# ---- block 1 ----
File: config.mk
export PLATFORM = sky130hd
export DESIGN_NAME = sys_mem_agent_arb
export DESIGN_NICKNAME = d
export VERILOG_FILES = /design/src/rtl/sys_mem_agent_arb.sv
export SDC_FILE = /design/constraint.sdc
export NUM_CORES = 1
export LEC_CHECK = 0
export ABC_AREA = 0
export CAP_MARGIN = 20
export CELL_PAD_IN_SITES_DETAIL_PLACEMENT = 0
export CELL_PAD_IN_SITES_GLOBAL_PLACEMENT = 1
export CORE_MARGIN = 4
export CORE_UTILIZATION = 35
export DETAILED_ROUTE_END_ITERATION = 16
export MAX_ROUTING_LAYER = met4
export PLACE_DENSITY_LB_ADDON = 0.1
export SETUP_SLACK_MARGIN = 0.2
export SYNTH_ARGS = -nofsm -noshare
export SYNTH_HDL_FRONTEND = slang
export SYNTH_SLANG_ARGS = --single-unit
File: constraint.sdc
create_clock -name clk -period 6.8 [get_ports clk]
set_input_delay 1.02 -clock clk [delete_from_list [all_inputs] [get_ports clk]]
set_output_delay 1.02 -clock clk [all_outputs]
set_load 0.02 [all_outputs]
File: src/rtl/sys_mem_agent_arb.sv
`timescale 1ns/1ps
// Round-robin arbiter in front of the memory controller: partition lookup, bounds check, one command in flight.
// Request to mem_cmd_valid in PART_LAT+2 cycles; the command is held until ready, and agent_gnt_o stays high until mem_done_i.
module sys_mem_agent_arb #(
    parameter int MEM_ADDR_W = 27,
    parameter int NUM_AGENTS = 2,
    parameter int BLEN_W     = 8,
    parameter int PART_LAT   = 2,
    localparam int AGENT_ID_W = $clog2(NUM_AGENTS)
) (
    input  logic                             clk,
    input  logic                             rst_n,
    input  logic [NUM_AGENTS-1:0]            agent_req_i,
    input  logic [NUM_AGENTS-1:0]            agent_wr_i,
    input  logic [NUM_AGENTS*MEM_ADDR_W-1:0] agent_offset_i,
    input  logic [NUM_AGENTS*BLEN_W-1:0]     agent_blen_i,
    output logic [NUM_AGENTS-1:0]            agent_gnt_o,
    output logic [NUM_AGENTS-1:0]            agent_err_o,
    output logic [AGENT_ID_W-1:0]            part_agent_id_o,
    input  logic [MEM_ADDR_W-1:0]            part_start_addr_i,
    input  logic [MEM_ADDR_W-1:0]            part_end_addr_i,
    output logic                             mem_cmd_valid_o,
    input  logic                             mem_cmd_ready_i,
    output logic                             mem_cmd_wr_o,
    output logic [MEM_ADDR_W-1:0]            mem_cmd_addr_o,
    output logic [BLEN_W-1:0]                mem_cmd_blen_o,
    input  logic                             mem_done_i
);

    localparam int AW1   = MEM_ADDR_W + 1;
    localparam int CNT_W = (PART_LAT > 1) ? $clog2(PART_LAT) : 1;

    typedef enum logic [2:0] {S_IDLE, S_LOOKUP, S_CHECK, S_ISSUE, S_BUSY} state_t;

    state_t                  state_q, state_d;
    logic [AGENT_ID_W-1:0]   sel_q, sel_d, rr_q, rr_d;
    logic                    wr_q, wr_d;
    logic [MEM_ADDR_W-1:0]   off_q, off_d;
    logic [BLEN_W-1:0]       blen_q, blen_d;
    logic [CNT_W-1:0]        cnt_q, cnt_d;
    logic [NUM_AGENTS-1:0]   gnt_q, gnt_d, err_q, err_d;
    logic                    valid_q, valid_d, cwr_q, cwr_d;
    logic [MEM_ADDR_W-1:0]   caddr_q, caddr_d;
    logic [BLEN_W-1:0]       cblen_q, cblen_d;

    logic                    pick_vld;
    logic [AGENT_ID_W-1:0]   pick_id, scan_id;
    logic [MEM_ADDR_W-1:0]   off_pick;
    logic [BLEN_W-1:0]       blen_pick;
    logic [AW1-1:0]          abs_w, last_w;
    logic                    chk_err, req_sel;

    function automatic logic [AGENT_ID_W-1:0] inc_id(input logic [AGENT_ID_W-1:0] id);
        return (id == AGENT_ID_W'(NUM_AGENTS - 1)) ? '0 : id + AGENT_ID_W'(1);
    endfunction

    // First requester at or after the RR pointer, with wrap.
    always_comb begin
        pick_vld = 1'b0;
        pick_id  = '0;
        scan_id  = rr_q;
        for (int i = 0; i < NUM_AGENTS; i++) begin
            if (!pick_vld && agent_req_i[scan_id]) begin
                pick_vld = 1'b1;
                pick_id  = scan_id;
            end
            scan_id = inc_id(scan_id);
        end
    end

    assign off_pick  = MEM_ADDR_W'(agent_offset_i >> (int'(pick_id) * MEM_ADDR_W));
    assign blen_pick = BLEN_W'(agent_blen_i >> (int'(pick_id) * BLEN_W));
    assign req_sel   = agent_req_i[sel_q];

    // One extra bit so a burst running past the top of memory shows up as a carry.
    assign abs_w   = AW1'(part_start_addr_i) + AW1'(off_q);
    assign last_w  = abs_w + AW1'(blen_q) - AW1'(1);
    assign chk_err = (blen_q == '0) || abs_w[MEM_ADDR_W] || last_w[MEM_ADDR_W]
                     || (last_w[MEM_ADDR_W-1:0] > part_end_addr_i);

    always_comb begin
        state_d = state_q;
        sel_d   = sel_q;
        rr_d    = rr_q;
        wr_d    = wr_q;
        off_d   = off_q;
        blen_d  = blen_q;
        cnt_d   = cnt_q;
        gnt_d   = gnt_q;
        err_d   = '0;
        valid_d = valid_q;
        cwr_d   = cwr_q;
        caddr_d = caddr_q;
        cblen_d = cblen_q;
        case (state_q)
            S_IDLE: begin
                if (pick_vld) begin
                    sel_d   = pick_id;
                    wr_d    = agent_wr_i[pick_id];
                    off_d   = off_pick;
                    blen_d  = blen_pick;
                    cnt_d   = '0;
                    state_d = S_LOOKUP;
                end
            end
            S_LOOKUP: begin
                if (!req_sel)                              state_d = S_IDLE;
                else if (cnt_q == CNT_W'(PART_LAT - 1))    state_d = S_CHECK;
                else                                       cnt_d   = cnt_q + CNT_W'(1);
            end
            S_CHECK: begin
                if (!req_sel) begin
                    state_d = S_IDLE;
                end else if (chk_err) begin
                    err_d[sel_q] = 1'b1;
                    rr_d         = inc_id(sel_q);
                    state_d      = S_IDLE;
                end else begin
                    valid_d = 1'b1;
                    cwr_d   = wr_q;
                    caddr_d = abs_w[MEM_ADDR_W-1:0];
                    cblen_d = blen_q;
                    state_d = S_ISSUE;
                end
            end
            S_ISSUE: begin
                // A handshake in the same cycle as a dropped request still commits the burst.
                if (mem_cmd_ready_i) begin
                    valid_d      = 1'b0;
                    gnt_d[sel_q] = 1'b1;
                    state_d      = S_BUSY;
                end else if (!req_sel) begin
                    valid_d = 1'b0;
                    state_d = S_IDLE;
                end
            end
            S_BUSY: begin
                if (mem_done_i) begin
                    gnt_d   = '0;
                    rr_d    = inc_id(sel_q);
                    state_d = S_IDLE;
                end
            end
            default: state_d = S_IDLE;
        endcase
    end

    always_ff @(posedge clk or negedge rst_n) begin
        if (!rst_n) begin
            state_q <= S_IDLE;
            sel_q   <= '0;
            rr_q    <= '0;
            wr_q    <= 1'b0;
            off_q   <= '0;
            blen_q  <= '0;
            cnt_q   <= '0;
            gnt_q   <= '0;
            err_q   <= '0;
            valid_q <= 1'b0;
            cwr_q   <= 1'b0;
            caddr_q <= '0;
            cblen_q <= '0;
        end else begin
            state_q <= state_d;
            sel_q   <= sel_d;
            rr_q    <= rr_d;
            wr_q    <= wr_d;
            off_q   <= off_d;
            blen_q  <= blen_d;
            cnt_q   <= cnt_d;
            gnt_q   <= gnt_d;
            err_q   <= err_d;
            valid_q <= valid_d;
            cwr_q   <= cwr_d;
            caddr_q <= caddr_d;
            cblen_q <= cblen_d;
        end
    end

    assign agent_gnt_o     = gnt_q;
    assign agent_err_o     = err_q;
    assign part_agent_id_o = sel_q;
    assign mem_cmd_valid_o = valid_q;
    assign mem_cmd_wr_o    = cwr_q;
    assign mem_cmd_addr_o  = caddr_q;
    assign mem_cmd_blen_o  = cblen_q;

endmodule

==> block_1/gate_families.png <==
(2 px per um)
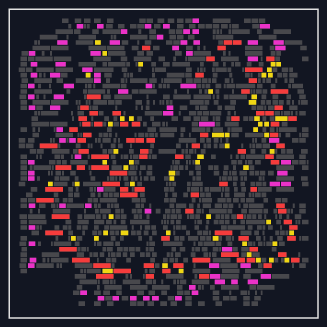
family	color	cells	most used
adder and majority cells	red	88	ha_1
multiplexers	magenta	79	mux2i_1
AND-OR and OR-AND gates	yellow	56	a21o_1

==> results.txt <==
This memo summarizes the results of the implementation run.

Run status
The run finished, with violations left. The checks that failed: setup timing.

Synth
By area, the combinational part of the netlist is dominated by AND-OR/OR-AND gates. The synthesis area per yosys is 7420 um^2. The area fraction in compound gates is 0.214.

After synthesis, the share of cell area in mux cells is 0.111. The commonest cells after synthesis are sky130_fd_sc_hd__inv_1, sky130_fd_sc_hd__ha_1, sky130_fd_sc_hd__dfrtp_1. The post-synthesis cell type with the largest instance count is sky130_fd_sc_hd__inv_1.

The number of flops mapped to enable cells by yosys is 0.

Clocking
The number of buffers added by the clock tree synthesis step is 9. The number of hold buffers added after CTS was 0.

GRT
The largest net degree at the start of global routing is 57.

Cells and area
The number of antenna cells inserted is 0. The biggest area consumer among cell classes is combinational gates. Counting the inverters off the clock network in the layout gives 95. The layout has 386 buffers outside the clock class. The top logic cell by instance count in the layout is sky130_fd_sc_hd__buf_4.

Final timing
The final timing report lists clock skew as 7.33 ps. The final number of hold-violating endpoints is 0. The total setup violations reported at the end of the flow is 38. The critical path in the final layout is reported with a setup slack of -196 ps. In the finished design, the share of the clock period the worst path needs comes to 1.03.

Place
The HPWL after detailed placement is 18.6 mm.

Route
The vias after detailed routing is 7542.

Die
The flow inserted 275 tap cells.

Worst setup path
The signal arrival time at the worst endpoint is 7250 ps.

# ---- block 2 ----
==> block_2/port_nets.png <==
(6 px per um)
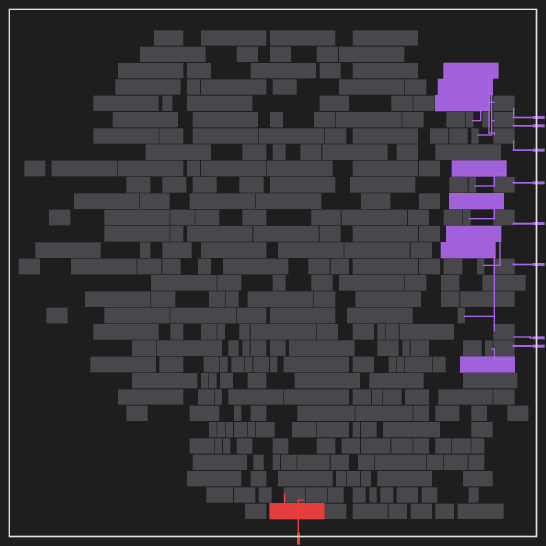
==> block_2/gate_families.png <==
(4 px per um)
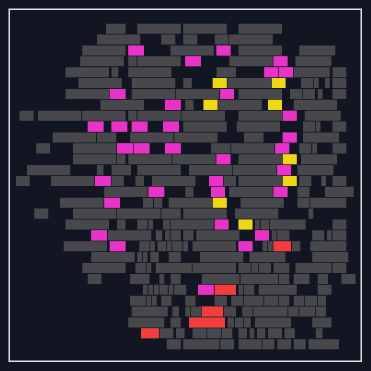
--- src/rtl/sync_fifo_param.sv ---
// -----------------------------------------------------------------------------
// sync_fifo_param
//
// Single-clock synchronous FIFO with configurable word width and power-of-two
// depth. Provides occupancy count, full/empty flags, programmable
// almost-full/almost-empty thresholds and one-cycle overflow/underflow pulses
// for rejected requests.
//
// Compile-time option:
//   SYNC_FIFO_FWFT_EN  defined   -> first-word-fall-through: rdata shows the
//                                   head word combinationally, valid = !empty,
//                                   rd pops the shown word.
//                      undefined -> standard mode: an accepted read registers
//                                   the head word into rdata and pulses valid
//                                   for one cycle; rdata holds otherwise.
//
// Parameters:
//   data_width     word width in bits (>=1)
//   fifo_depth     number of entries, power of two, >=2
//   afull_thresh   almost_full  when count >= afull_thresh  (1..fifo_depth)
//   aempty_thresh  almost_empty when count <= aempty_thresh (0..fifo_depth-1)
//
// Ports:
//   clk           sole clock, rising edge
//   rst_n         asynchronous active-low reset
//   wr / wdata    write request and data
//   rd            read request (pop in FWFT mode)
//   rdata / valid read data and its qualifier
//   full / empty  occupancy flags
//   almost_full / almost_empty  threshold flags
//   count         occupancy 0..fifo_depth
//   overflow      pulse the cycle after a rejected write
//   underflow     pulse the cycle after a rejected read
// -----------------------------------------------------------------------------
module sync_fifo_param #(
  parameter int data_width    = 8,
  parameter int fifo_depth    = 8,
  parameter int afull_thresh  = fifo_depth - 2,
  parameter int aempty_thresh = 2
) (
  input  logic                          clk,
  input  logic                          rst_n,
  input  logic                          wr,
  input  logic [data_width-1:0]         wdata,
  input  logic                          rd,
  output logic [data_width-1:0]         rdata,
  output logic                          valid,
  output logic                          full,
  output logic                          empty,
  output logic                          almost_full,
  output logic                          almost_empty,
  output logic [$clog2(fifo_depth):0]   count,
  output logic                          overflow,
  output logic                          underflow
);

  localparam int aw = $clog2(fifo_depth);
  localparam int cw = aw + 1;

  localparam logic [cw-1:0] depth_c  = cw'(fifo_depth);
  localparam logic [cw-1:0] afull_c  = cw'(afull_thresh);
  localparam logic [cw-1:0] aempty_c = cw'(aempty_thresh);

  logic [data_width-1:0] mem_r [fifo_depth];
  logic [aw-1:0]         wr_ptr_r;
  logic [aw-1:0]         rd_ptr_r;
  logic [cw-1:0]         count_r;
  logic                  overflow_r;
  logic                  underflow_r;

  logic                  full_s;
  logic                  empty_s;
  logic                  wr_acc_s;
  logic                  rd_acc_s;

  // Flags derived from the registered count; acceptance uses start-of-cycle flags.
  always_comb begin
    full_s   = (count_r == depth_c);
    empty_s  = (count_r == {cw{1'b0}});
    wr_acc_s = wr && !full_s;
    rd_acc_s = rd && !empty_s;
  end

  // Storage array; intentionally not reset, contents are discarded logically.
  always_ff @(posedge clk) begin
    if (wr_acc_s) begin
      mem_r[wr_ptr_r] <= wdata;
    end
  end

  // Pointers wrap naturally at fifo_depth because it is a power of two.
  always_ff @(posedge clk or negedge rst_n) begin
    if (!rst_n) begin
      wr_ptr_r <= {aw{1'b0}};
      rd_ptr_r <= {aw{1'b0}};
    end else begin
      if (wr_acc_s) begin
        wr_ptr_r <= wr_ptr_r + aw'(1);
      end
      if (rd_acc_s) begin
        rd_ptr_r <= rd_ptr_r + aw'(1);
      end
    end
  end

  // Occupancy: a simultaneous accepted write and read leaves count unchanged.
  always_ff @(posedge clk or negedge rst_n) begin
    if (!rst_n) begin
      count_r <= {cw{1'b0}};
    end else begin
      case ({wr_acc_s, rd_acc_s})
        2'b10:   count_r <= count_r + cw'(1);
        2'b01:   count_r <= count_r - cw'(1);
        default: count_r <= count_r;
      endcase
    end
  end

  // Rejection pulses: high the cycle after each rejected request.
  always_ff @(posedge clk or negedge rst_n) begin
    if (!rst_n) begin
      overflow_r  <= 1'b0;
      underflow_r <= 1'b0;
    end else begin
      overflow_r  <= wr && full_s;
      underflow_r <= rd && empty_s;
    end
  end

`ifdef SYNC_FIFO_FWFT_EN
  // Head word is presented directly; valid follows occupancy (0 in reset).
  always_comb begin
    rdata = mem_r[rd_ptr_r];
    valid = !empty_s;
  end
`else
  logic [data_width-1:0] rdata_r;
  logic                  valid_r;

  // Registered read port: capture head word on accept, hold it otherwise.
  always_ff @(posedge clk or negedge rst_n) begin
    if (!rst_n) begin
      rdata_r <= {data_width{1'b0}};
      valid_r <= 1'b0;
    end else begin
      if (rd_acc_s) begin
        rdata_r <= mem_r[rd_ptr_r];
        valid_r <= 1'b1;
      end else begin
        rdata_r <= rdata_r;
        valid_r <= 1'b0;
      end
    end
  end

  // Drive read outputs from the registered read port.
  always_comb begin
    rdata = rdata_r;
    valid = valid_r;
  end
`endif

  // Output mapping.
  always_comb begin
    full         = full_s;
    empty        = empty_s;
    almost_full  = (count_r >= afull_c);
    almost_empty = (count_r <= aempty_c);
    count        = count_r;
    overflow     = overflow_r;
    underflow    = underflow_r;
  end

endmodule
--- config.mk ---
export PLATFORM = sky130hd
export DESIGN_NAME = sync_fifo_param
export DESIGN_NICKNAME = d
export VERILOG_FILES = /design/src/rtl/sync_fifo_param.sv
export SDC_FILE = /design/constraint.sdc
export NUM_CORES = 1
export LEC_CHECK = 0
export ABC_AREA = 0
export CAP_MARGIN = 20
export CORE_UTILIZATION = 48
export CTS_CLUSTER_SIZE = 16
export DETAILED_ROUTE_END_ITERATION = 10
export PLACE_DENSITY = 0.79
export SLEW_MARGIN = 20
export SYNTH_ARGS = -nofsm -noshare
export SYNTH_HDL_FRONTEND = slang
export SYNTH_SLANG_ARGS = --single-unit
--- constraint.sdc ---
create_clock -name clk -period 2.1 [get_ports clk]
set_input_delay 0.525 -clock clk [delete_from_list [all_inputs] [get_ports clk]]
set_output_delay 0.525 -clock clk [all_outputs]
set_load 0.005 [all_outputs]
==> results.txt <==
This memo summarizes the results of the implementation run.

Run status
The flow ran to the end, but the final reports show violations. The checks that failed: setup timing.

Power
Of the total power, registers draw 0.418. The power report attributes to the clock group a share of 0.202. Per the power-grid run, VDD falls by no more than 0.409 mV. The leakage power in the latest report is 1.59 nW.

The sequential power is 2.40 mW. Switching power as a fraction of the total was reported as 0.320.

Final timing
Per the final timing report, the hold violations number 0. The period utilization is 1.00. The total setup violations reported at the end of the flow is 1. The max-slew violation count is 0. For this run, the top clock speed supported by timing is 475 MHz. The slack of the critical path is -6.73 ps. After routing, the total negative slack on setup checks comes to -6.73 ps. The worst hold margin is 479 ps.

Synth
Yosys attributes the largest share of cell area to sky130_fd_sc_hd__edfxtp_1, sky130_fd_sc_hd__dfrtp_1, sky130_fd_sc_hd__mux2_2. The most area-hungry cell type in the Yosys netlist is sky130_fd_sc_hd__edfxtp_1. The total cells reported by yosys after synthesis is 219. The number of nets at floorplan is 236. For reference, the top cells by count after synthesis are sky130_fd_sc_hd__edfxtp_1, sky130_fd_sc_hd__dfrtp_1, sky130_fd_sc_hd__nand2_1. The cell-mix breakdown from Yosys lists the simple-gate area share as 0.0704. Post-synth the commonest register cell is sky130_fd_sc_hd__edfxtp_1.

Route
The length of routed met2 wiring is 2.84 mm. The top layer used by detailed routing is met4. The vias after detailed routing is 1955. The via density per instance is 5.21.

For this block, the initial DRC count from the detailed router was 124.

Cells and area
The multi-input combinational cell count is 122. The register with the highest flop count is mem_r. The area of combinational cells with multiple inputs is 1010 um^2. The multi-input gate share of total cell area is 0.235.

The fraction of area in clock buffers and inverters is 0.0462. 0 antenna diodes ended up in the layout. The number of filler cells placed in the layout is 513. The layout has 54 buffers outside the clock class. The register with the most flip-flops in the layout has 64 of them. The top logic cell by instance count in the layout is sky130_fd_sc_hd__edfxtp_1.

Worst setup path
The most critical setup path has its startpoint at count[2]$_DFFE_PN0P_. The OpenROAD report gives the critical path a required time of 2370 ps. On the critical path the largest part of the delay comes from simple AND/OR/NAND/NOR gates. The signal on the critical path passes through buf_6 -> nor4b_4 -> nor2b_2 -> inv_2 -> ha_4 -> xor2_1 -> ha_2 -> a21oi_2 -> xor2_1 -> nor2_1 -> xor2_1. The worst register-to-register path ends at count[2]$_DFFE_PN0P_.

GRT
For this run, global-route usage on met3 was measured as 0.0396. The met2 track demand over resource in global routing is 0.263. The number of antenna violations at the first check in global routing is 0. For met1 alone, demand over resource in global routing was 0.224.

Place
During placement, the flow inserted port buffers numbering 30. The placement stage leaves a total instance area of 4050 um^2. The placer congestion estimate is 0.747. The cell count after placement is 356.

Die
For this floorplan the total number of well-tap instances is 96.

Clocking
The total setup buffers inserted after CTS is 2. The buffer levels on the longest clock path is 2. In this run, CTS created clock tree buffers numbering 9. At the later pin of the worst-skew pair, clock insertion delay measures 360 ps.
About block_2/port_nets.png:
port	color	bits	direction	edge	end cells	buffers	wire
rdata	purple	8	output	east	8	8	101 um
overflow	red	1	output	south	1	1	15.0 um

About block_2/gate_families.png:
family	color	cells
multiplexers	magenta	33
adder and majority cells	red	5
AND-OR and OR-AND gates	yellow	8


# ---- block 3 ----
**src/rtl/bist_pkg.sv**
```systemverilog
// bist_pkg: shared LBIST constants and response-monitor state encoding
package bist_pkg;
  localparam int DEF_PATTERNS = 16;
  localparam int DEF_CNT_BITS = 8;
  typedef logic [1:0] state_t;
  localparam state_t ST_IDLE = 2'd0;
  localparam state_t ST_RUN  = 2'd1;
  localparam state_t ST_DONE = 2'd2;
endpackage

```
**src/rtl/sat_counter.sv**
```systemverilog
// sat_counter: up-counter with synchronous clear, enable and saturation at all-ones
module sat_counter #(
  parameter int W = 8
) (
  input  logic         clk,
  input  logic         rst,
  input  logic         clr,
  input  logic         en,
  output logic [W-1:0] cnt
);
  logic [W-1:0] cnt_q, cnt_d;
  always_comb begin
    cnt_d = clr ? '0 : (en && cnt_q != '1) ? cnt_q + 1'b1 : cnt_q;
  end
  always_ff @(posedge clk) begin
    if (rst) cnt_q <= '0;
    else     cnt_q <= cnt_d;
  end
  assign cnt = cnt_q;
endmodule

```
**src/rtl/bist_resp_monitor.sv**
```systemverilog
// bist_resp_monitor: counts LBIST comparator mismatches per run and reports first failure and verdict
module bist_resp_monitor
  import bist_pkg::*;
#(
  parameter int PATTERNS = DEF_PATTERNS,
  parameter int CNT_BITS = DEF_CNT_BITS,
  localparam int IDX_BITS = $clog2(PATTERNS)
) (
  input  logic                clk,
  input  logic                rst,
  input  logic                start,
  input  logic                res_valid,
  input  logic                res,
  output logic                busy,
  output logic                done,
  output logic                pass,
  output logic                fail_seen,
  output logic [CNT_BITS-1:0] err_count,
  output logic [IDX_BITS-1:0] first_fail
);
  state_t              state_q, state_d;
  logic [IDX_BITS-1:0] idx_q, idx_d;
  logic [IDX_BITS-1:0] first_fail_q, first_fail_d;
  logic                fail_seen_q, fail_seen_d;
  logic                launch, sample, last;
  // start only launches from IDLE or DONE; a mid-run start is ignored
  assign launch = start && (state_q == ST_IDLE || state_q == ST_DONE);
  assign sample = (state_q == ST_RUN) && res_valid;
  assign last   = idx_q == IDX_BITS'(PATTERNS - 1);
  always_comb begin
    state_d      = launch ? ST_RUN : (sample && last) ? ST_DONE : state_q;
    idx_d        = launch ? '0 : (sample && !last) ? idx_q + 1'b1 : idx_q;
    fail_seen_d  = launch ? 1'b0 : (sample && res) ? 1'b1 : fail_seen_q;
    first_fail_d = launch ? '0 : (sample && res && !fail_seen_q) ? idx_q : first_fail_q;
  end
  always_ff @(posedge clk) begin
    if (rst) begin
      state_q      <= ST_IDLE;
      idx_q        <= '0;
      fail_seen_q  <= 1'b0;
      first_fail_q <= '0;
    end else begin
      state_q      <= state_d;
      idx_q        <= idx_d;
      fail_seen_q  <= fail_seen_d;
      first_fail_q <= first_fail_d;
    end
  end
  sat_counter #(.W(CNT_BITS)) u_err (
    .clk (clk),
    .rst (rst),
    .clr (launch),
    .en  (sample && res),
    .cnt (err_count)
  );
  assign busy       = state_q == ST_RUN;
  assign done       = state_q == ST_DONE;
  assign pass       = done && (err_count == '0);
  assign fail_seen  = fail_seen_q;
  assign first_fail = first_fail_q;
endmodule

```
**config.mk**
```make
export PLATFORM = sky130hd
export DESIGN_NAME = bist_resp_monitor
export DESIGN_NICKNAME = d
export VERILOG_FILES = /design/src/rtl/bist_pkg.sv /design/src/rtl/sat_counter.sv /design/src/rtl/bist_resp_monitor.sv
export SDC_FILE = /design/constraint.sdc
export NUM_CORES = 1
export LEC_CHECK = 0
export CAP_MARGIN = 40
export CORE_MARGIN = 5
export CORE_UTILIZATION = 47
export DETAILED_ROUTE_END_ITERATION = 8
export PLACE_DENSITY = 0.76
export SYNTH_ARGS = -nofsm -noshare
export SYNTH_HDL_FRONTEND = slang
export SYNTH_SLANG_ARGS = --single-unit
export TNS_END_PERCENT = 1
```
**constraint.sdc**
```tcl
create_clock -name clk -period 1.7 [get_ports clk]
set_clock_uncertainty 0.05 [all_clocks]
set_input_delay 0.255 -clock clk [delete_from_list [all_inputs] [get_ports clk]]
set_output_delay 0.255 -clock clk [all_outputs]
set_load 0.005 [all_outputs]
```
==> block_3/registers.png <==
(4 px per um) Other sequential cells in the stronger gray, the rest of the logic in the fainter gray.
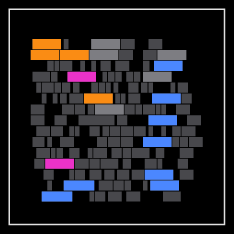
name in the netlist	color	placed flops
u_err.cnt	blue	8
state_q	magenta	2
idx_q	orange	4

==> results.txt <==
This memo summarizes the results of the implementation run.

Worst setup path
The signal arrival time at the worst endpoint is 1380 ps. For this run, the slowest stage of the critical path takes 330 ps. The terminus of the critical flop-to-flop path is u_err.cnt[6]$_SDFFE_PP0P_.

STA lists the startpoint of the worst register-to-register path as u_err.cnt[1]$_SDFFE_PP0P_. Broken down by cell family, the worst path's largest delay share belongs to simple AND/OR/NAND/NOR gates. The standard cell with the maximum stage delay on the critical path is sky130_fd_sc_hd__dfxtp_1.

Clocking
The number of cells upsized or downsized after cts is 5. Looking at the clock tree report, the maximum root-to-sink buffer count equals 2. The CTS tree is built.

Synth
In this run the mean area of a mapped cell was 8.68 um^2. The xor/xnor share of the synthesized area is 0.0692. The mapped netlist covers 886 um^2. Post-synthesis, Yosys gives the total cell area as 886 um^2. In the post-synthesis netlist, the biggest area contributors are sky130_fd_sc_hd__dfxtp_1, sky130_fd_sc_hd__nor2_1, sky130_fd_sc_hd__xor2_1. The area fraction in compound gates is 0.116.

Of all cell types, the one taking the most synthesized area is sky130_fd_sc_hd__dfxtp_1. Per the synthesis report, the adder-cell share of the synthesized area is 0.0424.

Cells and area
The layout has 3 clock buffers. The area of combinational cells with multiple inputs is 497 um^2. Per the layout area report, the sequential fraction of cell area is 0.309. The net count reported at finish is 144. The non-clock buffer instance count of the final layout is 32.

The register with the most flip-flops in the layout has 8 of them. The multi-input combinational cell count is 76. After the flow finishes, the layout carries non-filler instances totaling 160.

The number of filler cells placed in the layout is 168.

Power
The combinational group power is 58.5 uW. The analysis attributes to cell leakage a power of 0.494 nW. The share of total power dissipated in sequential elements is 0.610. The relative contribution of the clock network to total power is 0.312. The power of the clock network is 232 uW. The switching part of the total is 0.238. Total power normalized to cell area comes to 601 nW/um^2.

Run status
The flow ran to the end, and the final reports show no timing, DRC or antenna violations.

Route
The length of routed met3 wiring is 104 um. The vias after detailed routing is 845. The final routed wire length divided by cell count is 12.5 um. The length of routed met2 wiring is 987 um. The final wirelength is 2.00 mm.

The number of design-rule violations left by the first detailed-router iteration is 16.

Die
The well tap count is 25. The chip height is 53.4 um. The number of standard-cell rows in the floorplan is 15.

Final timing
Measured against its own limit, the worst slew margin works out to 0.835. Across all setup checks in the final design, the least slack found is 14.4 ps. The final hold violation count recorded for this run is 0. The max-slew violation count is 0. The total negative setup slack is 0 ps. Hold is met by 443 ps.

GRT
The global-route track usage on met3 is 0.0254. The number of antenna violations at the first check in global routing is 0. Entering global routing, the biggest net connects 19 pins.

The wire length of the first global-routing pass is 3.37 mm. The total congestion overflow after global routing is 0. The number of global-route vias before repair is 781.

Total global-route track usage over all layers is 0.160.

Place
The placer congestion estimate is 0.820. The detailed placer reported the number of placed instances as 154.

Run
The stage logs contain a warning count of 29.

Min path
The worst min-delay path class is reg2reg.

# ---- block 4 ----
File: config.mk
export PLATFORM = sky130hd
export DESIGN_NAME = mem_port_arbiter
export DESIGN_NICKNAME = d
export VERILOG_FILES = /design/src/rtl/mem_port_arbiter.sv
export SDC_FILE = /design/constraint.sdc
export NUM_CORES = 1
export LEC_CHECK = 0
export CORE_ASPECT_RATIO = 1.4
export CORE_MARGIN = 2
export CORE_UTILIZATION = 39
export CTS_CLUSTER_SIZE = 24
export DETAILED_ROUTE_END_ITERATION = 16
export PLACE_DENSITY_LB_ADDON = 0.12
export SYNTH_ARGS = -nofsm -noshare
export SYNTH_HDL_FRONTEND = slang
export SYNTH_SLANG_ARGS = --single-unit
export TNS_END_PERCENT = 100
File: constraint.sdc
create_clock -name clk -period 2.2 [get_ports clk]
set_input_delay 0.44 -clock clk [delete_from_list [all_inputs] [get_ports clk]]
set_output_delay 0.44 -clock clk [all_outputs]
set_load 0.01 [all_outputs]
File: src/rtl/mem_port_arbiter.sv
// Arbitrates the single-port unified memory between instruction fetch and the load/store path.
// Data has priority; a starvation counter forces a fetch grant after STARVE_LIMIT lost arbitrations.
module mem_port_arbiter #(
   parameter int ADDR_W       = 32,
   parameter int DATA_W       = 32,
   parameter int STARVE_LIMIT = 4
) (
   input  logic              clk,
   input  logic              reset,
   input  logic              if_req,
   input  logic [ADDR_W-1:0] if_addr,
   input  logic              if_flush,
   output logic              if_gnt,
   output logic              if_rvalid,
   output logic [DATA_W-1:0] if_rdata,
   input  logic              d_req,
   input  logic              d_we,
   input  logic [ADDR_W-1:0] d_addr,
   input  logic [DATA_W-1:0] d_wdata,
   input  logic [3:0]        d_be,
   output logic              d_gnt,
   output logic              d_rvalid,
   output logic [DATA_W-1:0] d_rdata,
   output logic              mem_req,
   output logic              mem_we,
   output logic [ADDR_W-1:0] mem_addr,
   output logic [DATA_W-1:0] mem_wdata,
   output logic [3:0]        mem_be,
   input  logic              mem_ready,
   input  logic              mem_rvalid,
   input  logic [DATA_W-1:0] mem_rdata
);

   localparam logic [1:0] ST_IDLE  = 2'd0;
   localparam logic [1:0] ST_ISSUE = 2'd1;
   localparam logic [1:0] ST_WAIT  = 2'd2;
   localparam logic [3:0] STARVE_MAX = 4'(STARVE_LIMIT);

   logic [1:0]        state_reg;
   logic [3:0]        starve_cnt_reg;
   logic              owner_fetch_reg;
   logic              drop_reg;
   logic              mem_req_reg;
   logic              mem_we_reg;
   logic [ADDR_W-1:0] mem_addr_reg;
   logic [DATA_W-1:0] mem_wdata_reg;
   logic [3:0]        mem_be_reg;
   logic              if_rvalid_reg;
   logic [DATA_W-1:0] if_rdata_reg;
   logic              d_rvalid_reg;
   logic [DATA_W-1:0] d_rdata_reg;

   logic fetch_wins;
   logic data_wins;

   // Grants are combinational so the requester can drop its request on the next edge.
   always_comb begin
      fetch_wins = 1'b0;
      data_wins  = 1'b0;
      if (!reset && state_reg == ST_IDLE) begin
         if (if_req && (!d_req || starve_cnt_reg == STARVE_MAX)) begin
            fetch_wins = 1'b1;
         end else if (d_req) begin
            data_wins = 1'b1;
         end
      end
   end

   always_ff @(posedge clk) begin
      if (reset) begin
         state_reg       <= ST_IDLE;
         starve_cnt_reg  <= '0;
         owner_fetch_reg <= 1'b0;
         drop_reg        <= 1'b0;
         mem_req_reg     <= 1'b0;
         mem_we_reg      <= 1'b0;
         mem_addr_reg    <= '0;
         mem_wdata_reg   <= '0;
         mem_be_reg      <= '0;
         if_rvalid_reg   <= 1'b0;
         if_rdata_reg    <= '0;
         d_rvalid_reg    <= 1'b0;
         d_rdata_reg     <= '0;
      end else begin
         if_rvalid_reg <= 1'b0;
         d_rvalid_reg  <= 1'b0;
         case (state_reg)
            ST_IDLE: begin
               if (fetch_wins) begin
                  state_reg       <= ST_ISSUE;
                  mem_req_reg     <= 1'b1;
                  owner_fetch_reg <= 1'b1;
                  drop_reg        <= if_flush;
                  mem_we_reg      <= 1'b0;
                  mem_addr_reg    <= if_addr;
                  mem_wdata_reg   <= '0;
                  mem_be_reg      <= 4'hF;
                  starve_cnt_reg  <= '0;
               end else if (data_wins) begin
                  state_reg       <= ST_ISSUE;
                  mem_req_reg     <= 1'b1;
                  owner_fetch_reg <= 1'b0;
                  drop_reg        <= 1'b0;
                  mem_we_reg      <= d_we;
                  mem_addr_reg    <= d_addr;
                  mem_wdata_reg   <= d_wdata;
                  mem_be_reg      <= d_be;
                  if (if_req && starve_cnt_reg < STARVE_MAX) begin
                     starve_cnt_reg <= starve_cnt_reg + 4'd1;
                  end
               end
            end
            ST_ISSUE: begin
               if (owner_fetch_reg && if_flush) begin
                  drop_reg <= 1'b1;
               end
               if (mem_ready) begin
                  mem_req_reg <= 1'b0;
                  state_reg   <= ST_WAIT;
               end
            end
            ST_WAIT: begin
               if (mem_rvalid) begin
                  state_reg <= ST_IDLE;
                  // A flush arriving with the memory response still kills the fetch.
                  if (owner_fetch_reg) begin
                     if (!drop_reg && !if_flush) begin
                        if_rvalid_reg <= 1'b1;
                        if_rdata_reg  <= mem_rdata;
                     end
                  end else begin
                     d_rvalid_reg <= 1'b1;
                     d_rdata_reg  <= mem_we_reg ? '0 : mem_rdata;
                  end
               end else if (owner_fetch_reg && if_flush) begin
                  drop_reg <= 1'b1;
               end
            end
            default: begin
               state_reg   <= ST_IDLE;
               mem_req_reg <= 1'b0;
            end
         endcase
      end
   end

   assign if_gnt    = fetch_wins;
   assign d_gnt     = data_wins;
   assign if_rvalid = if_rvalid_reg;
   assign if_rdata  = if_rdata_reg;
   assign d_rvalid  = d_rvalid_reg;
   assign d_rdata   = d_rdata_reg;
   assign mem_req   = mem_req_reg;
   assign mem_we    = mem_we_reg;
   assign mem_addr  = mem_addr_reg;
   assign mem_wdata = mem_wdata_reg;
   assign mem_be    = mem_be_reg;

endmodule

==> block_4/final_clocks.png <==
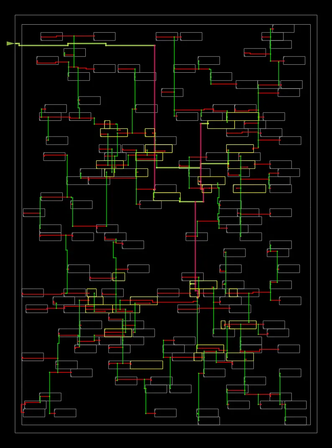
clock insertion delay at the later pin of the skew report: 400 ps
Clock group: 3.00 mW
tally of clock buffers in the finished layout: 19

==> results.txt <==
This memo summarizes the results of the implementation run.

GRT
The largest net degree at the start of global routing is 71. Routing resource usage on met2 recorded by global route was 0.392. The total overflow left after global routing is 0.

Synth
The tally of unique sky130hd cells used after synthesis is 30. The most used flip-flop cell after synthesis is sky130_fd_sc_hd__dfxtp_1. The post-synthesis adder-cell area fraction is 0.0165. The cell-mix breakdown from Yosys lists the XOR/XNOR area share as 0.00165. Of the combinational cells, the family taking the most area is simple AND/OR/NAND/NOR gates. The area fraction in compound gates is 0.182. The number of nets at floorplan is 767. The proportion of register bits with asynchronous set or reset after synthesis is 0. The yosys synthesis warning count is 0. The synthesized design contains 0 enable-type register cells.

The simple-gate portion of the synthesized area is 0.206.

Clocking
Buffers added to address setup during post-CTS repair amount to 0. The number of H-tree branching levels is 4.

Cells and area
After filler insertion, the fill cell instance count of the layout stands at 1102. Of the total standard cell area in the layout, the multi-input combinational portion is 0.247. Among all cell classes, the greatest summed area belongs to non-clock buffers. The multi-input combinational cell count is 419.

Of the cells placed in the final design, the portion with a size suffix greater than 1 is 0.0669.

Place
The placed standard-cell area is 8330 um^2. The total of buffers placed on input and output ports is 277. Prior to clock tree synthesis, the placed netlist has a worst setup slack of -58.0 ps.

Worst setup path
In this run the critical path is formed by inv_1 -> ha_1 -> nand3b_1 -> a21o_2 -> inv_2 -> clkdlybuf4s15_1. The terminus of the critical flop-to-flop path is mem_addr[30]$_SDFFE_PP0P_. The category of the worst setup path launch point is a flop. The depth of the worst register-to-register path is 6. The timing report attributes the biggest portion of critical-path delay to buffers and inverters.

The timing startpoint of the critical path is starve_cnt_reg[0]$_SDFFE_PP0P_. The signal arrival time at the worst endpoint is 1650 ps. The timing report shows that the slowest cell on the worst path is sky130_fd_sc_hd__dfxtp_1. The count of buffer and inverter cells on the critical path is 3.

Final timing
The achievable clock frequency is 478 MHz. For this run, the final setup violation count is recorded as 0. The max-slew violation count is 0. Clock skew on the completed layout was measured at 8.67 ps. Setup slack on the critical path of the routed design comes to 107 ps.

Route
The number of design-rule violations left by the first detailed-router iteration is 149. Per the detail_route log, met3 wirelength is 1.30 mm. The final wirelength is 16.8 mm. The length of routed met2 wiring is 8.60 mm. Using the TritonRoute via totals, the vias-per-cell ratio works out to 4.99.

The DRC violation total left in the routed layout is recorded as 0.

Die
The chip width is 103 um. The number of standard-cell rows in the floorplan is 50.

Run
The count of maximum capacitance violations is 0.

Power
The flow reports power dissipated in sequential cells as 3.02 mW. The fraction of power consumed by combinational cells is 0.225. The standby leakage power is 3.25 nW.

Min path
Along the worst hold path, the cell count comes to 2.

Run status
The flow ran to the end, and the final reports show no timing, DRC or antenna violations.
==> block_4/registers.png <==
(2 px per um) Other sequential cells in the stronger gray, the rest of the logic in the fainter gray.
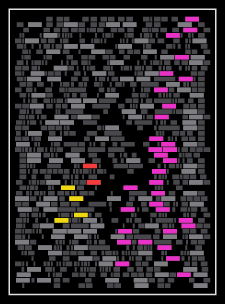
name in the netlist	color	placed flops
state_reg	red	2
if_rdata	magenta	32
starve_cnt_reg	yellow	4


# ---- block 5 ----
==> block_5/registers.png <==
(3 px per um) Other sequential cells in the stronger gray, the rest of the logic in the fainter gray.
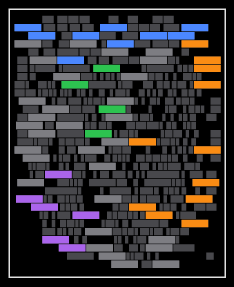
[src/rtl/conv_pkg.sv]
// ----------------------------------------------------------------------------
// conv_pkg: shared types and default geometry for the 3x3 window scheduler.
// Rev 1.0
// ----------------------------------------------------------------------------
`default_nettype none

package conv_pkg;

    localparam int TAPS       = 9;
    localparam int DEF_IMG_W  = 30;
    localparam int DEF_IMG_H  = 18;
    localparam int DEF_ADDR_W = 11;
    localparam int DEF_PIX_W  = 9;

    typedef logic [3:0] tap_idx_t;

    typedef enum logic [1:0] {
        ST_IDLE  = 2'd0,
        ST_FETCH = 2'd1,
        ST_FLUSH = 2'd2
    } state_t;

endpackage

`default_nettype wire

[src/rtl/conv_window_sched_if.sv]
// ----------------------------------------------------------------------------
// conv_window_sched_if: start/status, ROM port and tap stream of the scheduler.
// Rev 1.0
// ----------------------------------------------------------------------------
`default_nettype none

interface conv_window_sched_if
    import conv_pkg::*;
#(
    parameter int ADDR_W = DEF_ADDR_W,
    parameter int PIX_W  = DEF_PIX_W
);

    logic              start;
    logic              busy;
    logic              done;
    logic [ADDR_W-1:0] rom_addr;
    logic [PIX_W-1:0]  rom_data;
    logic [PIX_W-1:0]  pix_data;
    logic              pix_valid;
    logic              pix_ready;
    tap_idx_t          tap_idx;
    logic              win_last;

    modport master (
        input  start, rom_data, pix_ready,
        output busy, done, rom_addr, pix_data, pix_valid, tap_idx, win_last
    );

    modport slave (
        output start, rom_data, pix_ready,
        input  busy, done, rom_addr, pix_data, pix_valid, tap_idx, win_last
    );

endinterface

`default_nettype wire

[src/rtl/conv_addr_gen.sv]
// ----------------------------------------------------------------------------
// conv_addr_gen: 3x3 window/tap counters and incremental ROM address adder.
// Rev 1.0 -- zero-padding ("same") mode when CONV_WIN_PAD_EN is defined.
// ----------------------------------------------------------------------------
`default_nettype none

module conv_addr_gen
    import conv_pkg::*;
#(
    parameter int IMG_W  = DEF_IMG_W,
    parameter int IMG_H  = DEF_IMG_H,
    parameter int ADDR_W = DEF_ADDR_W
) (
    input  logic              clk,
    input  logic              reset,
    input  logic              init_i,
    input  logic              adv_i,
    output logic [ADDR_W-1:0] rom_addr_o,
    output tap_idx_t          tap_idx_o,
    output logic              last_tap_o
`ifdef CONV_WIN_PAD_EN
    ,
    output logic              pad_o
`endif
);

    localparam int DIM_MAX = (IMG_W > IMG_H) ? IMG_W : IMG_H;
    localparam int CW      = $clog2(DIM_MAX + 3);

`ifdef CONV_WIN_PAD_EN
    // Base tracks the top-left tap, one row and one column before the centre.
    localparam int COL_MAX = IMG_W - 1;
    localparam int ROW_MAX = IMG_H - 1;
    localparam logic [ADDR_W-1:0] BASE0 = ADDR_W'(-(IMG_W + 1));
`else
    localparam int COL_MAX = IMG_W - 3;
    localparam int ROW_MAX = IMG_H - 3;
    localparam logic [ADDR_W-1:0] BASE0 = '0;
`endif

    localparam logic [CW-1:0]     COL_LAST     = CW'(COL_MAX);
    localparam logic [CW-1:0]     ROW_LAST     = CW'(ROW_MAX);
    localparam tap_idx_t          TAP_LAST     = tap_idx_t'(TAPS - 1);
    localparam logic [ADDR_W-1:0] TAP_ROW_INC  = ADDR_W'(IMG_W - 2);
    localparam logic [ADDR_W-1:0] ROW_WRAP_INC = ADDR_W'(IMG_W - COL_MAX);

    logic [CW-1:0]     row_q, row_d, col_q, col_d;
    logic [1:0]        kx_q, kx_d, ky_q, ky_d;
    tap_idx_t          tap_q, tap_d;
    logic [ADDR_W-1:0] base_q, base_d, addr_q, addr_d;
    logic              last;

    assign last = (tap_q == TAP_LAST) && (row_q == ROW_LAST) && (col_q == COL_LAST);

    always_comb begin
        row_d  = row_q;
        col_d  = col_q;
        kx_d   = kx_q;
        ky_d   = ky_q;
        tap_d  = tap_q;
        base_d = base_q;
        addr_d = addr_q;
        if (init_i) begin
            row_d  = '0;
            col_d  = '0;
            kx_d   = '0;
            ky_d   = '0;
            tap_d  = '0;
            base_d = BASE0;
            addr_d = BASE0;
        end else if (adv_i && !last) begin
            if (kx_q != 2'd2) begin
                kx_d   = kx_q + 2'd1;
                tap_d  = tap_q + 4'd1;
                addr_d = addr_q + 1'b1;
            end else if (ky_q != 2'd2) begin
                kx_d   = '0;
                ky_d   = ky_q + 2'd1;
                tap_d  = tap_q + 4'd1;
                addr_d = addr_q + TAP_ROW_INC;
            end else begin
                kx_d  = '0;
                ky_d  = '0;
                tap_d = '0;
                if (col_q != COL_LAST) begin
                    col_d  = col_q + 1'b1;
                    base_d = base_q + 1'b1;
                end else begin
                    col_d  = '0;
                    row_d  = row_q + 1'b1;
                    base_d = base_q + ROW_WRAP_INC;
                end
                addr_d = base_d;
            end
        end
    end

    always_ff @(posedge clk or negedge reset) begin
        if (!reset) begin
            row_q  <= '0;
            col_q  <= '0;
            kx_q   <= '0;
            ky_q   <= '0;
            tap_q  <= '0;
            base_q <= '0;
            addr_q <= '0;
        end else begin
            row_q  <= row_d;
            col_q  <= col_d;
            kx_q   <= kx_d;
            ky_q   <= ky_d;
            tap_q  <= tap_d;
            base_q <= base_d;
            addr_q <= addr_d;
        end
    end

    assign tap_idx_o  = tap_q;
    assign last_tap_o = last;

`ifdef CONV_WIN_PAD_EN
    localparam logic [CW:0] RK_MAX = (CW + 1)'(IMG_H);
    localparam logic [CW:0] CK_MAX = (CW + 1)'(IMG_W);

    // Coordinates are offset by +1 so the padding ring sits at 0 and at size+1.
    function automatic logic f_outside(input logic [CW-1:0] r, input logic [CW-1:0] c,
                                       input logic [1:0] y, input logic [1:0] x);
        logic [CW:0] rk;
        logic [CW:0] ck;
        rk = {1'b0, r} + {{(CW - 1){1'b0}}, y};
        ck = {1'b0, c} + {{(CW - 1){1'b0}}, x};
        return (rk == '0) || (rk > RK_MAX) || (ck == '0) || (ck > CK_MAX);
    endfunction

    logic [ADDR_W-1:0] rom_addr_q, rom_addr_d;

    assign rom_addr_d = f_outside(row_d, col_d, ky_d, kx_d) ? rom_addr_q : addr_d;

    always_ff @(posedge clk or negedge reset) begin
        if (!reset) begin
            rom_addr_q <= '0;
        end else begin
            rom_addr_q <= rom_addr_d;
        end
    end

    assign rom_addr_o = rom_addr_q;
    assign pad_o      = f_outside(row_q, col_q, ky_q, kx_q);
`else
    assign rom_addr_o = addr_q;
`endif

endmodule

`default_nettype wire

[src/rtl/conv_window_sched.sv]
// ----------------------------------------------------------------------------
// conv_window_sched: walks a 3x3 window over the pixel ROM and streams taps.
// Rev 1.0 -- CONV_WIN_PAD_EN selects zero-padded "same" convolution.
// ----------------------------------------------------------------------------
`default_nettype none

module conv_window_sched
    import conv_pkg::*;
#(
    parameter int IMG_W  = DEF_IMG_W,
    parameter int IMG_H  = DEF_IMG_H,
    parameter int ADDR_W = DEF_ADDR_W,
    parameter int PIX_W  = DEF_PIX_W
) (
    input  logic                clk,
    input  logic                reset,
    conv_window_sched_if.master bus
);

    state_t            state_q, state_d;
    logic              adv, init, step;
    logic [ADDR_W-1:0] rom_addr;
    tap_idx_t          tap_idx;
    logic              last_tap;

    logic [PIX_W-1:0]  pix_data_q;
    logic              pix_valid_q;
    tap_idx_t          tap_idx_q;
    logic              win_last_q;
    logic              done_q;

    assign adv  = !pix_valid_q || bus.pix_ready;
    assign init = (state_q == ST_IDLE) && bus.start;
    assign step = (state_q == ST_FETCH) && adv;

`ifdef CONV_WIN_PAD_EN
    logic pad;
`endif

    conv_addr_gen #(
        .IMG_W  (IMG_W),
        .IMG_H  (IMG_H),
        .ADDR_W (ADDR_W)
    ) u_addr_gen (
        .clk        (clk),
        .reset      (reset),
        .init_i     (init),
        .adv_i      (step),
        .rom_addr_o (rom_addr),
        .tap_idx_o  (tap_idx),
        .last_tap_o (last_tap)
`ifdef CONV_WIN_PAD_EN
        ,
        .pad_o      (pad)
`endif
    );

    always_ff @(posedge clk or negedge reset) begin
        if (!reset) begin
            state_q <= ST_IDLE;
        end else begin
            state_q <= state_d;
        end
    end

    // FLUSH lingers through the done cycle so busy drops as done does.
    always_comb begin
        state_d = state_q;
        case (state_q)
            ST_IDLE:  if (bus.start)        state_d = ST_FETCH;
            ST_FETCH: if (adv && last_tap)  state_d = ST_FLUSH;
            ST_FLUSH: if (done_q)           state_d = ST_IDLE;
            default:                        state_d = ST_IDLE;
        endcase
    end

    always_ff @(posedge clk or negedge reset) begin
        if (!reset) begin
            pix_data_q  <= '0;
            pix_valid_q <= 1'b0;
            tap_idx_q   <= '0;
            win_last_q  <= 1'b0;
            done_q      <= 1'b0;
        end else begin
            done_q <= (state_q == ST_FLUSH) && pix_valid_q && bus.pix_ready;
            if (step) begin
`ifdef CONV_WIN_PAD_EN
                pix_data_q <= pad ? '0 : bus.rom_data;
`else
                pix_data_q <= bus.rom_data;
`endif
                pix_valid_q <= 1'b1;
                tap_idx_q   <= tap_idx;
                win_last_q  <= last_tap;
            end else if (pix_valid_q && bus.pix_ready) begin
                pix_valid_q <= 1'b0;
            end
        end
    end

    always_comb begin
        bus.busy      = (state_q != ST_IDLE);
        bus.done      = done_q;
        bus.rom_addr  = rom_addr;
        bus.pix_data  = pix_data_q;
        bus.pix_valid = pix_valid_q;
        bus.tap_idx   = tap_idx_q;
        bus.win_last  = win_last_q;
    end

endmodule

`default_nettype wire

[src/flat_wrapper.sv]
// flat-port wrapper written by rule: the top's interface ports become plain ports
module conv_window_sched_flat import conv_pkg::*;
#(
    parameter int IMG_W  = DEF_IMG_W,
    parameter int IMG_H  = DEF_IMG_H,
    parameter int ADDR_W = DEF_ADDR_W,
    parameter int PIX_W  = DEF_PIX_W
)
  (clk, reset, bus_start, bus_rom_data, bus_pix_ready, bus_busy, bus_done, bus_rom_addr, bus_pix_data, bus_pix_valid, bus_tap_idx, bus_win_last);
  conv_window_sched_if #(.ADDR_W(ADDR_W), .PIX_W(PIX_W)) bus_i ();
  input  logic clk;
  input  logic reset;
  input wire logic [$bits(bus_i.start)-1:0] bus_start;
  input wire logic [$bits(bus_i.rom_data)-1:0] bus_rom_data;
  input wire logic [$bits(bus_i.pix_ready)-1:0] bus_pix_ready;
  output wire logic [$bits(bus_i.busy)-1:0] bus_busy;
  output wire logic [$bits(bus_i.done)-1:0] bus_done;
  output wire logic [$bits(bus_i.rom_addr)-1:0] bus_rom_addr;
  output wire logic [$bits(bus_i.pix_data)-1:0] bus_pix_data;
  output wire logic [$bits(bus_i.pix_valid)-1:0] bus_pix_valid;
  output wire logic [$bits(bus_i.tap_idx)-1:0] bus_tap_idx;
  output wire logic [$bits(bus_i.win_last)-1:0] bus_win_last;
  assign bus_i.start = bus_start;
  assign bus_i.rom_data = bus_rom_data;
  assign bus_i.pix_ready = bus_pix_ready;
  assign bus_busy = bus_i.busy;
  assign bus_done = bus_i.done;
  assign bus_rom_addr = bus_i.rom_addr;
  assign bus_pix_data = bus_i.pix_data;
  assign bus_pix_valid = bus_i.pix_valid;
  assign bus_tap_idx = bus_i.tap_idx;
  assign bus_win_last = bus_i.win_last;
  conv_window_sched #(.IMG_W(IMG_W), .IMG_H(IMG_H), .ADDR_W(ADDR_W), .PIX_W(PIX_W)) u_core (.clk(clk), .reset(reset), .bus(bus_i));
endmodule
[config.mk]
export PLATFORM = sky130hd
export DESIGN_NAME = conv_window_sched_flat
export DESIGN_NICKNAME = d
export VERILOG_FILES = /design/src/rtl/conv_pkg.sv /design/src/rtl/conv_window_sched_if.sv /design/src/rtl/conv_addr_gen.sv /design/src/rtl/conv_window_sched.sv /design/src/flat_wrapper.sv
export SDC_FILE = /design/constraint.sdc
export NUM_CORES = 1
export LEC_CHECK = 0
export ABC_AREA = 0
export CORE_ASPECT_RATIO = 1.25
export CORE_UTILIZATION = 56
export CTS_BUF_LIST = sky130_fd_sc_hd__clkbuf_16
export DETAILED_ROUTE_END_ITERATION = 7
export GPL_TIMING_DRIVEN = 0
export PLACE_DENSITY = 0.8
export SLEW_MARGIN = 40
export SYNTH_ARGS = -nofsm -noshare
export SYNTH_HDL_FRONTEND = slang
export SYNTH_HIERARCHICAL = 1
export SYNTH_SLANG_ARGS = --single-unit
[constraint.sdc]
create_clock -name clk -period 5.65 [get_ports clk]
set_input_delay 1.4125 -clock clk [delete_from_list [all_inputs] [get_ports clk]]
set_output_delay 1.4125 -clock clk [all_outputs]
set_load 0.05 [all_outputs]
==> results.txt <==
This memo summarizes the results of the implementation run.

Route
The post-route DRC violation count is 0. The final wirelength is 8.06 mm.

Worst setup path
In this design, the critical path's most frequently occurring cell is sky130_fd_sc_hd__nor2_1. Looking at the reg2reg group, the worst path ends at u_core/u_addr_gen/rom_addr_o[10]$_DFFE_PN0P_. The standard cell with the maximum stage delay on the critical path is sky130_fd_sc_hd__clkdlybuf4s50_1.

Synth
The synthesized netlist was found by Yosys to have 357 cells. The most used flip-flop cell after synthesis is sky130_fd_sc_hd__dfrtp_1. For this run, asynchronously set or reset flops after synthesis account for 1.00. A synthesized cell averages 9.46 um^2.

Run
The number of OpenROAD warnings is 28.

Cells and area
Per the layout report, the design carries 413 filler cells.

GRT
The global-route met1 utilization is 0.322.

Clocking
After clock tree synthesis, the repair step resized 0 gates.

Power
The internal power of the cells is 1.15 mW. The portion of total power attributed to sequential cells is 0.339.

Run status
The run finished with clean final reports.
About block_5/registers.png:
name in the netlist	color	placed flops
u_core/u_addr_gen/tap_idx_o	green	4
u_core/bus.pix_data	blue	9
u_core/u_addr_gen/rom_addr_o	orange	11
u_core/u_addr_gen/col_q	purple	6
not colored	30



==> layout pictures side by side <==
Gate families picked out.
image #1
(3 px per um)
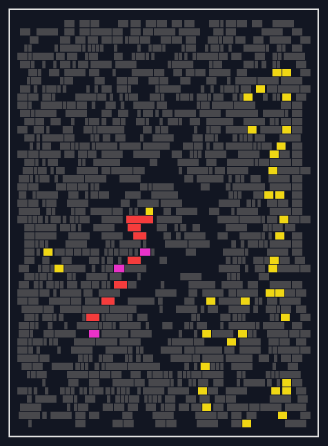
image #2
(4 px per um)
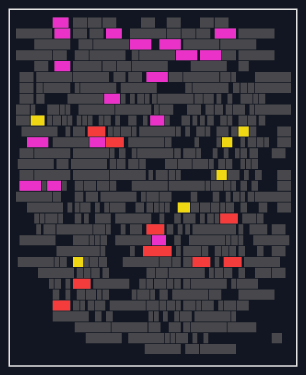
image #3
(8 px per um)
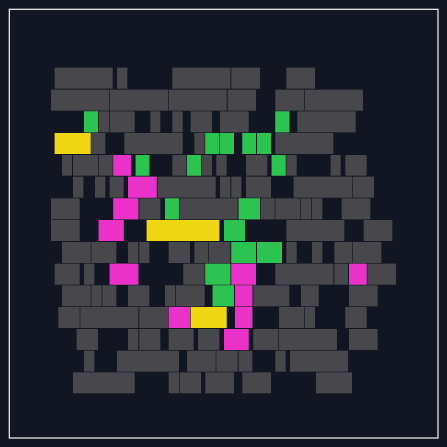
The one with the smallest die is image #3.
For block 3, see image #3.
For block 5, see image #2.
For block 4, see image #1.


==> gallery <==
Routed metal, one color a layer.
Plate I
(3 px per um)
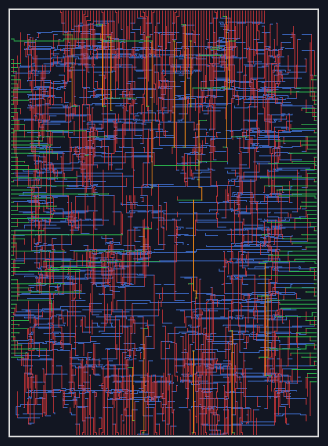
Plate II
(8 px per um)
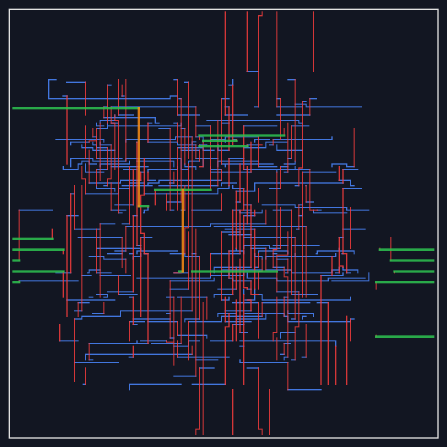
Plate III
(2 px per um)
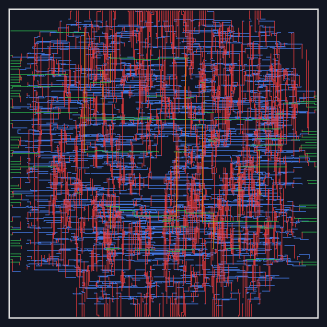
Plate IV
(4 px per um)
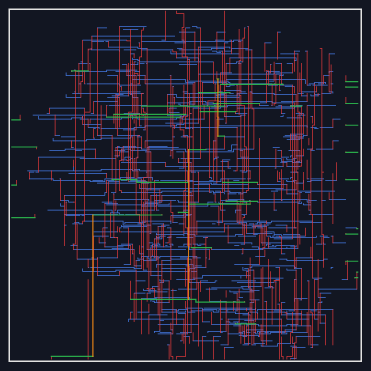
Plate V
(4 px per um)
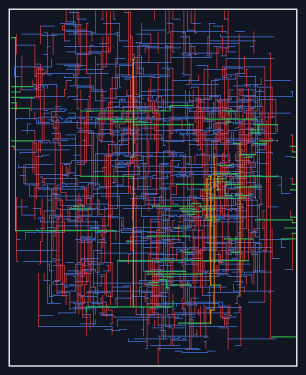
- largest die: Plate III
- most wire: Plate III
For block 1, see Plate III.
For block 5, see Plate V.
For block 2, see Plate IV.
For block 3, see Plate II.
For block 4, see Plate I.

Power is estimated from default activity; no workload was simulated.
